==================== mem_ctrl
mem_ctrl, metal 3:
The bar under the picture is 100 µm long. Cells faint in the background.
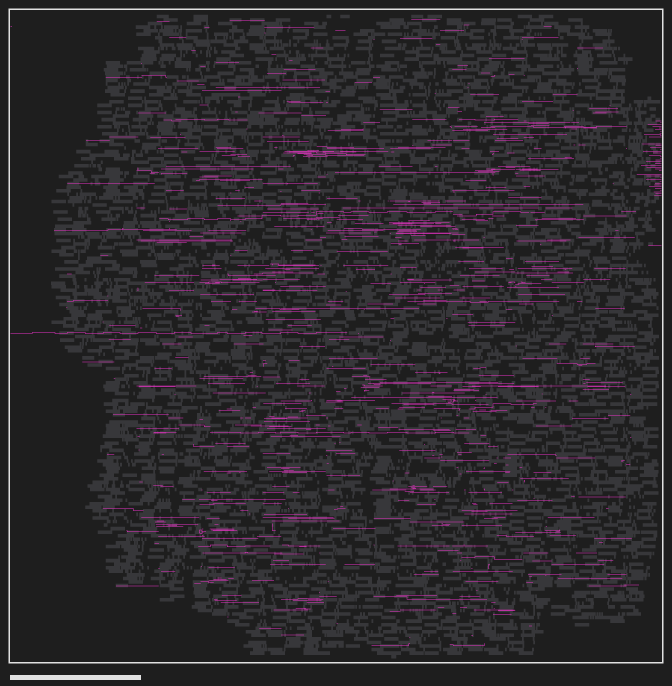
File: config.mk
export PLATFORM = sky130hd
export DESIGN_NAME = mem_ctrl
export DESIGN_NICKNAME = d
export VERILOG_FILES = /design/src/rtl/cpu_pkg.sv /design/src/rtl/mem_ctrl_array.sv /design/src/rtl/mem_ctrl.sv
export SDC_FILE = /design/constraint.sdc
export NUM_CORES = 2
export LEC_CHECK = 0
export ABC_AREA = 1
export CAP_MARGIN = 20
export CORE_UTILIZATION = 35
export DETAILED_ROUTE_END_ITERATION = 10
export PLACE_DENSITY_LB_ADDON = 0.1
export SYNTH_ARGS = -nofsm -noshare
export SYNTH_HDL_FRONTEND = slang
export SYNTH_SLANG_ARGS = --single-unit
File: constraint.sdc
create_clock -name clk -period 6.55 [get_ports clk]
set_input_delay 1.965 -clock clk [delete_from_list [all_inputs] [get_ports clk]]
set_output_delay 1.965 -clock clk [all_outputs]
set_load 0.01 [all_outputs]
File: src/rtl/cpu_pkg.sv
// cpu_pkg
//   Shared definitions for the memory controller slice: controller FSM state
//   encoding, default address/data widths and the wait-state counter width.
//   Imported by mem_ctrl and mem_ctrl_array.
package cpu_pkg;

    // Controller states. An access always runs IDLE -> WAIT -> DONE -> IDLE.
    typedef enum logic [1:0] {
        S_IDLE = 2'd0,
        S_WAIT = 2'd1,
        S_DONE = 2'd2
    } state_t;

    localparam int DEF_AW = 8;
    localparam int DEF_DW = 8;

    // Wait-state counter width; it holds WAIT values 0..15.
    localparam int CNT_W = 4;

endpackage

File: src/rtl/mem_ctrl_array.sv
// mem_ctrl_array
//   Single-port synchronous storage array for the memory controller: one write
//   port and a registered read port sharing one address. The storage itself is
//   never reset; only the read register clears on reset.
// Ports
//   clk      in   1   rising-edge clock
//   reset_n  in   1   synchronous active-low reset (read register only)
//   we       in   1   write enable, mem[addr] <= wdata on this edge
//   re       in   1   read enable, rdata <= mem[addr] on this edge
//   addr     in   AW  shared read/write address
//   wdata    in   W   write word
//   rdata    out  W   registered read word, holds until the next read
module mem_ctrl_array
    import cpu_pkg::*;
#(
    parameter int AW = DEF_AW,
    parameter int W  = DEF_DW
) (
    input  logic          clk,
    input  logic          reset_n,
    input  logic          we,
    input  logic          re,
    input  logic [AW-1:0] addr,
    input  logic [W-1:0]  wdata,
    output logic [W-1:0]  rdata
);

    logic [W-1:0] mem [2**AW];

    // Storage has no reset so the program image survives a CPU reset.
    always_ff @(posedge clk) begin
        if (we) begin
            mem[addr] <= wdata;
        end
    end

    always_ff @(posedge clk) begin
        if (!reset_n) begin
            rdata <= '0;
        end else if (re) begin
            rdata <= mem[addr];
        end
    end

endmodule

File: src/rtl/mem_ctrl.sv
// mem_ctrl
//   Memory controller between the MAR/MBR datapath and the main store. A level
//   request (req, rnw) is captured in IDLE, WAIT wait states are inserted, the
//   access commits and mfc is raised; mfc stays high until req drops, which
//   returns the controller to IDLE on the same edge (4-phase handshake).
//   A boot-load port writes host bytes while the CPU is idle.
//
//   Load handshake: a byte is accepted on an edge where the controller is in
//   IDLE, req is low, load_valid is high and load_ready is low. The write lands
//   on that edge and load_ready is high for exactly the following cycle; the
//   host treats (load_valid & load_ready) as "byte taken". A CPU request in the
//   same IDLE cycle wins and the load simply waits.
//
//   Optional feature macro: MEM_PARITY_EN. When defined, each word carries an
//   even-parity bit and a read whose word has bad parity sets the sticky
//   parity_err output. When undefined the array is DW wide and parity_err is
//   not present.
// Ports
//   clk, reset_n            clock, synchronous active-low reset
//   req, rnw, addr, wdata   CPU access request (level), direction, address, write data
//   rdata, mfc, busy        last read data, memory function complete, not-IDLE
//   load_valid/addr/data    boot-load byte from the host
//   load_ready              one-cycle pulse after a boot-load byte is written
//   parity_err              sticky read parity error (MEM_PARITY_EN only)
module mem_ctrl
    import cpu_pkg::*;
#(
    parameter int AW   = DEF_AW,
    parameter int DW   = DEF_DW,
    parameter int WAIT = 2
) (
    input  logic          clk,
    input  logic          reset_n,
    input  logic          req,
    input  logic          rnw,
    input  logic [AW-1:0] addr,
    input  logic [DW-1:0] wdata,
    output logic [DW-1:0] rdata,
    output logic          mfc,
    output logic          busy,
    input  logic          load_valid,
    input  logic [AW-1:0] load_addr,
    input  logic [DW-1:0] load_data,
    output logic          load_ready
`ifdef MEM_PARITY_EN
   ,output logic          parity_err
`endif
);

`ifdef MEM_PARITY_EN
    localparam int MW = DW + 1;
`else
    localparam int MW = DW;
`endif

    state_t           state;
    logic [CNT_W-1:0] cnt;
    logic [AW-1:0]    addr_q;
    logic [DW-1:0]    wdata_q;
    logic             rnw_q;

    logic             commit;
    logic             load_accept;
    logic [AW-1:0]    arr_addr;
    logic [DW-1:0]    arr_data;
    logic [MW-1:0]    arr_wword;
    logic [MW-1:0]    arr_rword;
    logic             arr_we;
    logic             arr_re;

    // The access commits on the edge where the wait counter has reached zero.
    // Capture always enters WAIT, so WAIT=0 gives the minimum one-cycle access.
    assign commit      = (state == S_WAIT) && (cnt == '0);
    assign load_accept = (state == S_IDLE) && !req && load_valid && !load_ready;

    // Load writes only happen in IDLE and CPU commits only in WAIT, so one port suffices.
    assign arr_addr = (state == S_IDLE) ? load_addr : addr_q;
    assign arr_data = (state == S_IDLE) ? load_data : wdata_q;

    // Reset gates the enables so an access aborted by reset never touches the array.
    assign arr_we = reset_n && ((commit && !rnw_q) || load_accept);
    assign arr_re = reset_n && commit && rnw_q;

`ifdef MEM_PARITY_EN
    assign arr_wword = {^arr_data, arr_data};
`else
    assign arr_wword = arr_data;
`endif

    mem_ctrl_array #(
        .AW (AW),
        .W  (MW)
    ) u_array (
        .clk     (clk),
        .reset_n (reset_n),
        .we      (arr_we),
        .re      (arr_re),
        .addr    (arr_addr),
        .wdata   (arr_wword),
        .rdata   (arr_rword)
    );

    assign rdata = arr_rword[DW-1:0];

    always_ff @(posedge clk) begin
        if (!reset_n) begin
            state      <= S_IDLE;
            cnt        <= '0;
            addr_q     <= '0;
            wdata_q    <= '0;
            rnw_q      <= 1'b0;
            mfc        <= 1'b0;
            busy       <= 1'b0;
            load_ready <= 1'b0;
        end else begin
            load_ready <= load_accept;
            case (state)
                S_IDLE: begin
                    if (req) begin
                        addr_q  <= addr;
                        wdata_q <= wdata;
                        rnw_q   <= rnw;
                        cnt     <= CNT_W'(WAIT);
                        state   <= S_WAIT;
                        busy    <= 1'b1;
                    end
                end
                S_WAIT: begin
                    if (cnt == '0) begin
                        mfc   <= 1'b1;
                        state <= S_DONE;
                    end else begin
                        cnt <= cnt - 1'b1;
                    end
                end
                S_DONE: begin
                    if (!req) begin
                        mfc   <= 1'b0;
                        busy  <= 1'b0;
                        state <= S_IDLE;
                    end
                end
                default: begin
                    mfc   <= 1'b0;
                    busy  <= 1'b0;
                    state <= S_IDLE;
                end
            endcase
        end
    end

`ifdef MEM_PARITY_EN
    // The read word is registered at commit, so its parity is checked one cycle later.
    logic chk_q;

    always_ff @(posedge clk) begin
        if (!reset_n) begin
            chk_q      <= 1'b0;
            parity_err <= 1'b0;
        end else begin
            chk_q <= arr_re;
            if (chk_q && (^arr_rword)) begin
                parity_err <= 1'b1;
            end
        end
    end
`endif

endmodule
==> results.json <==
{
  "grtUsageMet1": 0.3087,
  "ys_sh_mux": 0,
  "nonClkBufAreaFrac": 0.02783,
  "status": "finished clean",
  "clk_pin_slew_worst_paths_ns": 0.06,
  "logic_family": "simple AND/OR/NAND/NOR gates",
  "grt_pass1_vias": 56509,
  "r2r_start": "state[1]$_SDFFE_PN0P_",
  "critPathLaunchType": "input pin",
  "post_cts_buffers": 0,
  "fp.dieH_um": 498.6,
  "setup_viol": 0,
  "nClkBuffers": 286,
  "cp.arrival_ns": 5.53,
  "switching_power_mw": 16.64,
  "top_area_frac": 0.7124,
  "p_leak_nw": 38.30,
  "busiest_layer": "met2"
}
About 'metal 3' of mem_ctrl:
longest straight run = 150 µm
wire length on this layer = 14600 µm
nets with wire on the layer = 374

## metrics by stage
stage	hold slack, ns	power [mW]	cell area, µm²	util
after floorplan	0.4506	25.11	86320	-
after global placement	0.4694	31.20	91390	0.3743
after detailed placement	0.4743	31.18	91390	0.3743
after CTS	0.4817	43.80	98600	0.4039
after global routing	0.4905	45.47	98610	0.4039
final	0.4805	43.40	98620	0.4040
## registers in the layout, summed over array words and instances (netlist names)
signal / count
addr_q: 8
busy: 1
cnt: 4
load_ready: 1
mfc: 1
rnw_q: 1
state: 2
u_array.mem: 2048
u_array.rdata: 8
wdata_q: 8

==================== uart_rx_core
==> config.mk <==
export PLATFORM = sky130hd
export DESIGN_NAME = uart_rx_core
export DESIGN_NICKNAME = d
export VERILOG_FILES = /design/src/rtl/uart_pkg.sv /design/src/rtl/uart_sync2.sv /design/src/rtl/uart_rx_core.sv
export SDC_FILE = /design/constraint.sdc
export NUM_CORES = 1
export LEC_CHECK = 0
export ABC_AREA = 1
export CELL_PAD_IN_SITES_DETAIL_PLACEMENT = 1
export CELL_PAD_IN_SITES_GLOBAL_PLACEMENT = 1
export CORE_ASPECT_RATIO = 1.5
export CORE_MARGIN = 1.5
export CORE_UTILIZATION = 41
export DETAILED_ROUTE_END_ITERATION = 10
export GPL_TIMING_DRIVEN = 0
export PLACE_DENSITY_LB_ADDON = 0.12
export SETUP_SLACK_MARGIN = 0.5
export SYNTH_ARGS = -nofsm -noshare
export SYNTH_HDL_FRONTEND = slang
export SYNTH_SLANG_ARGS = --single-unit
==> constraint.sdc <==
create_clock -name clk -period 2 [get_ports clk]
set_clock_uncertainty 0.05 [all_clocks]
set_input_delay 0.4 -clock clk [delete_from_list [all_inputs] [get_ports clk]]
set_output_delay 0.4 -clock clk [all_outputs]
set_load 0.05 [all_outputs]
==> src/rtl/uart_pkg.sv <==
// Shared UART definitions: parity modes, receiver FSM states and default widths.
// Also used by the transmitter and the bus register maps.
package uart_pkg;

  typedef enum logic [1:0] {
    PAR_NONE = 2'd0,
    PAR_EVEN = 2'd1,
    PAR_ODD  = 2'd2
  } par_mode_e;

  typedef enum logic [2:0] {
    ST_IDLE   = 3'd0,
    ST_START  = 3'd1,
    ST_DATA   = 3'd2,
    ST_PARITY = 3'd3,
    ST_STOP1  = 3'd4,
    ST_STOP2  = 3'd5
  } rx_state_e;

  localparam int UART_BDW = 16;

endpackage

==> src/rtl/uart_sync2.sv <==
// Two-flop synchronizer for asynchronous idle-high inputs (RX data, CTS).
// Presets to 1 so reset never looks like a start edge.
module uart_sync2 (
  input  logic clk,
  input  logic rst,
  input  logic d,
  output logic q
);

  logic meta;

  always_ff @(posedge clk or posedge rst) begin
    if (rst) begin
      meta <= 1'b1;
      q    <= 1'b1;
    end else begin
      meta <= d;
      q    <= meta;
    end
  end

endmodule

==> src/rtl/uart_rx_core.sv <==
// UART receive engine: mid-bit sampling FSM feeding a valid/ready holding
// register with per-byte parity/framing flags and an overrun pulse.
module uart_rx_core
  import uart_pkg::*;
#(
  parameter int DW  = 8,
  parameter int BDW = UART_BDW
) (
  input  logic           clk,
  input  logic           rst,
  input  logic           en,
  input  logic [BDW-1:0] baud_div,
  input  logic [1:0]     par_mode,
  input  logic           stop2,
  input  logic           uart_rx,
  output logic [DW-1:0]  rx_data,
  output logic           rx_valid,
  input  logic           rx_ready,
  output logic           par_err,
  output logic           frm_err,
  output logic           ovr_err,
  output logic           busy
);

  localparam int IW = (DW > 1) ? $clog2(DW) : 1;
  localparam logic [IW-1:0] LAST_IDX = IW'(DW - 1);

  rx_state_e      state_q, state_d;
  logic           rx_sync, rx_hist, fall;
  logic [BDW-1:0] bit_cnt_q;
  logic [IW-1:0]  bit_idx_q;
  logic [DW-1:0]  shreg_q;
  logic           p_err_q, f_err_q;
  logic           tick, par_on;
  logic           start_ok, shift_en, par_chk, stop_chk, frame_done;
  logic           fin_ferr, load, accept;

  uart_sync2 u_sync (
    .clk (clk),
    .rst (rst),
    .d   (uart_rx),
    .q   (rx_sync)
  );

  always_ff @(posedge clk or posedge rst) begin
    if (rst) rx_hist <= 1'b1;
    else     rx_hist <= rx_sync;
  end

  assign fall   = rx_hist & ~rx_sync;
  assign tick   = (bit_cnt_q == (baud_div >> 1));
  assign par_on = (par_mode == PAR_EVEN) || (par_mode == PAR_ODD);

  always_ff @(posedge clk or posedge rst) begin
    if (rst) state_q <= ST_IDLE;
    else     state_q <= state_d;
  end

  always_comb begin
    state_d    = state_q;
    start_ok   = 1'b0;
    shift_en   = 1'b0;
    par_chk    = 1'b0;
    stop_chk   = 1'b0;
    frame_done = 1'b0;
    if (!en) begin
      state_d = ST_IDLE;
    end else begin
      case (state_q)
        ST_IDLE:   if (fall) state_d = ST_START;
        ST_START: begin
          if (tick) begin
            // A high mid-point means the edge was a glitch, not a start bit.
            start_ok = ~rx_sync;
            state_d  = rx_sync ? ST_IDLE : ST_DATA;
          end
        end
        ST_DATA: begin
          if (tick) begin
            shift_en = 1'b1;
            if (bit_idx_q == LAST_IDX) state_d = par_on ? ST_PARITY : ST_STOP1;
          end
        end
        ST_PARITY: begin
          if (tick) begin
            par_chk = 1'b1;
            state_d = ST_STOP1;
          end
        end
        ST_STOP1: begin
          if (tick) begin
            stop_chk = 1'b1;
            if (stop2) begin
              state_d = ST_STOP2;
            end else begin
              // Leave at the stop mid-point so a start edge in the last half bit is caught.
              state_d    = ST_IDLE;
              frame_done = 1'b1;
            end
          end
        end
        ST_STOP2: begin
          if (tick) begin
            stop_chk   = 1'b1;
            state_d    = ST_IDLE;
            frame_done = 1'b1;
          end
        end
        default:   state_d = ST_IDLE;
      endcase
    end
  end

  always_ff @(posedge clk or posedge rst) begin
    if (rst) begin
      bit_cnt_q <= '0;
      bit_idx_q <= '0;
      p_err_q   <= 1'b0;
      f_err_q   <= 1'b0;
    end else begin
      if (state_q == ST_IDLE || !en)   bit_cnt_q <= '0;
      else if (bit_cnt_q == baud_div)  bit_cnt_q <= '0;
      else                             bit_cnt_q <= bit_cnt_q + 1'b1;
      if (start_ok) begin
        bit_idx_q <= '0;
        p_err_q   <= 1'b0;
        f_err_q   <= 1'b0;
      end
      if (shift_en) bit_idx_q <= bit_idx_q + 1'b1;
      if (par_chk)  p_err_q <= (((^shreg_q) ^ (par_mode == PAR_ODD)) != rx_sync);
      if (stop_chk && !rx_sync) f_err_q <= 1'b1;
    end
  end

  // LSB arrives first, so shift right and insert at the top.
  always_ff @(posedge clk) begin
    if (shift_en) shreg_q <= {rx_sync, shreg_q[DW-1:1]};
  end

  assign accept   = rx_valid & rx_ready;
  assign load     = frame_done & (~rx_valid | rx_ready);
  assign fin_ferr = f_err_q | ~rx_sync;

  always_ff @(posedge clk or posedge rst) begin
    if (rst) begin
      rx_valid <= 1'b0;
      rx_data  <= '0;
      par_err  <= 1'b0;
      frm_err  <= 1'b0;
      ovr_err  <= 1'b0;
    end else begin
      ovr_err <= frame_done & rx_valid & ~rx_ready;
      if (load) begin
        rx_data  <= shreg_q;
        par_err  <= p_err_q;
        frm_err  <= fin_ferr;
        rx_valid <= 1'b1;
      end else if (accept) begin
        rx_valid <= 1'b0;
      end
    end
  end

  assign busy = (state_q != ST_IDLE);

endmodule

uart_rx_core, metal 2:
Cells faint in the background.
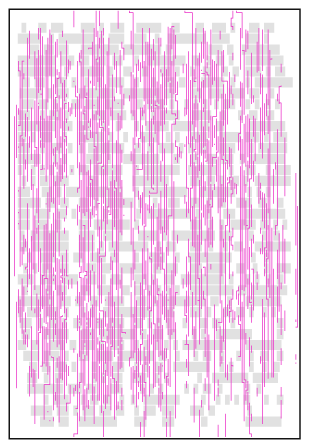
main direction = vertical
longest straight run = 61.5 µm
nets with wire on the layer = 480
share of all routed wire = 58%
wire length on this layer = 6710 µm

==> results.json <==
{
  "status": "finished clean",
  "ir_drop_v": 0.0003189,
  "worstReg2RegEnd": "bit_cnt_q[3]$_DFF_PP0_",
  "fin_area_um2": 4364,
  "grt_max_degree": 40,
  "flop-count": 47,
  "period_needed_ns": 1.990,
  "cp_top_family": "simple AND/OR/NAND/NOR gates",
  "ys_sh_mux": 0,
  "critPathKind": "register to register",
  "total_power_mw": 2.412,
  "postPlaceCellArea_um2": 3412,
  "hold_viol_final": 0,
  "synthSimpleGateAreaFrac": 0.3232,
  "ios": 37,
  "power_leader": "registers",
  "top_regs": "bit_cnt_q (16), rx_data (8), shreg_q (8)",
  "yosys_warnings": 0,
  "synth_area_leader_cell": "dfrtp_1",
  "grt.overflow.total": 0,
  "yosys-top-cells-count": "109 x nand2_1, 82 x inv_1, 36 x dfrtp_1, 32 x nor2_1, 22 x nand4_1",
  "switching_power_mw": 0.8012,
  "fill_cells": 840,
  "logic_gate_count": 251,
  "clock_latency_ns": 0.31,
  "utilization": 0.6327,
  "wirelength_mm": 11.53,
  "startpoint": "bit_cnt_q[6]$_DFF_PP0_",
  "lay_top_count": "nand2_1",
  "cp.depth": 10,
  "gp_congestion": 0.8223,
  "htreeDepth": 2,
  "powerSeq_mw": 1.04,
  "edf_count": 8,
  "rr_worst_depth": 10,
  "p_leak_nw": 2.071,
  "crit_path_end_kind": "register",
  "holdPathStages": 0,
  "powerDensity_nw_per_um2": 552.7,
  "fp_nets": 421,
  "inverters": 86
}
## timing repair
| action | 4_1_cts | 5_1_grt |
|---|---|---|
| pin swaps | 36 | 31 |
| gates resized | 129 | 62 |
| buffers inserted | 37 | 21 |
| cloned | 3 | 0 |
| endpoints found under the setup margin | 57 | 52 |
| hold endpoints to repair | 0 | 0 |
## metal layers
metal / wire length [µm] / global-route usage / vias up
met5: 0 / 0 / -
met4: 464 / 0.1038 / 0
met3: 325 / 0.04076 / 38
met2: 6711 / 0.5152 / 98
met1: 4027 / 0.2633 / 1523
li1: - / - / 1409


==> layout pictures side by side <==
Signal wires by layer.
(a)
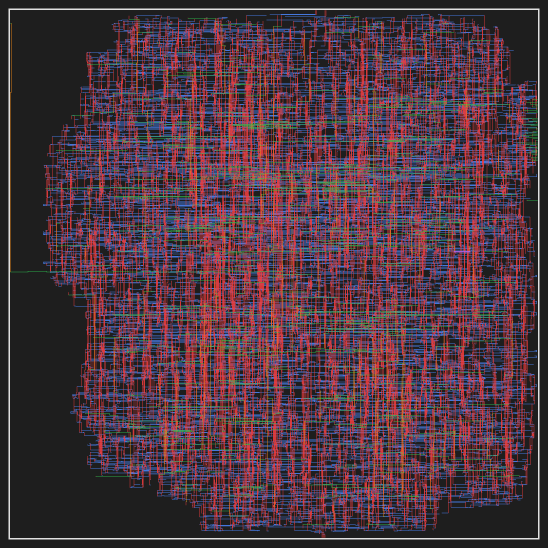
(b)
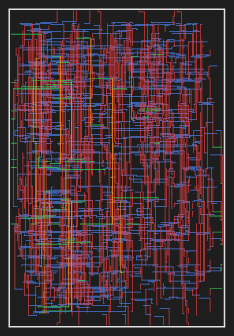
- (b) = uart_rx_core
- (a) = mem_ctrl
- most wire: (a)

Key to (a):
orange -> metal 4  # wire length 5740 µm
blue -> metal 1  # wire length 126 mm
purple -> metal 5  # wire length 13.8 µm
red -> metal 2  # wire length 130 mm
green -> metal 3  # wire length 14600 µm

Power figures rest on the tool's default switching activity, not on a simulated workload.
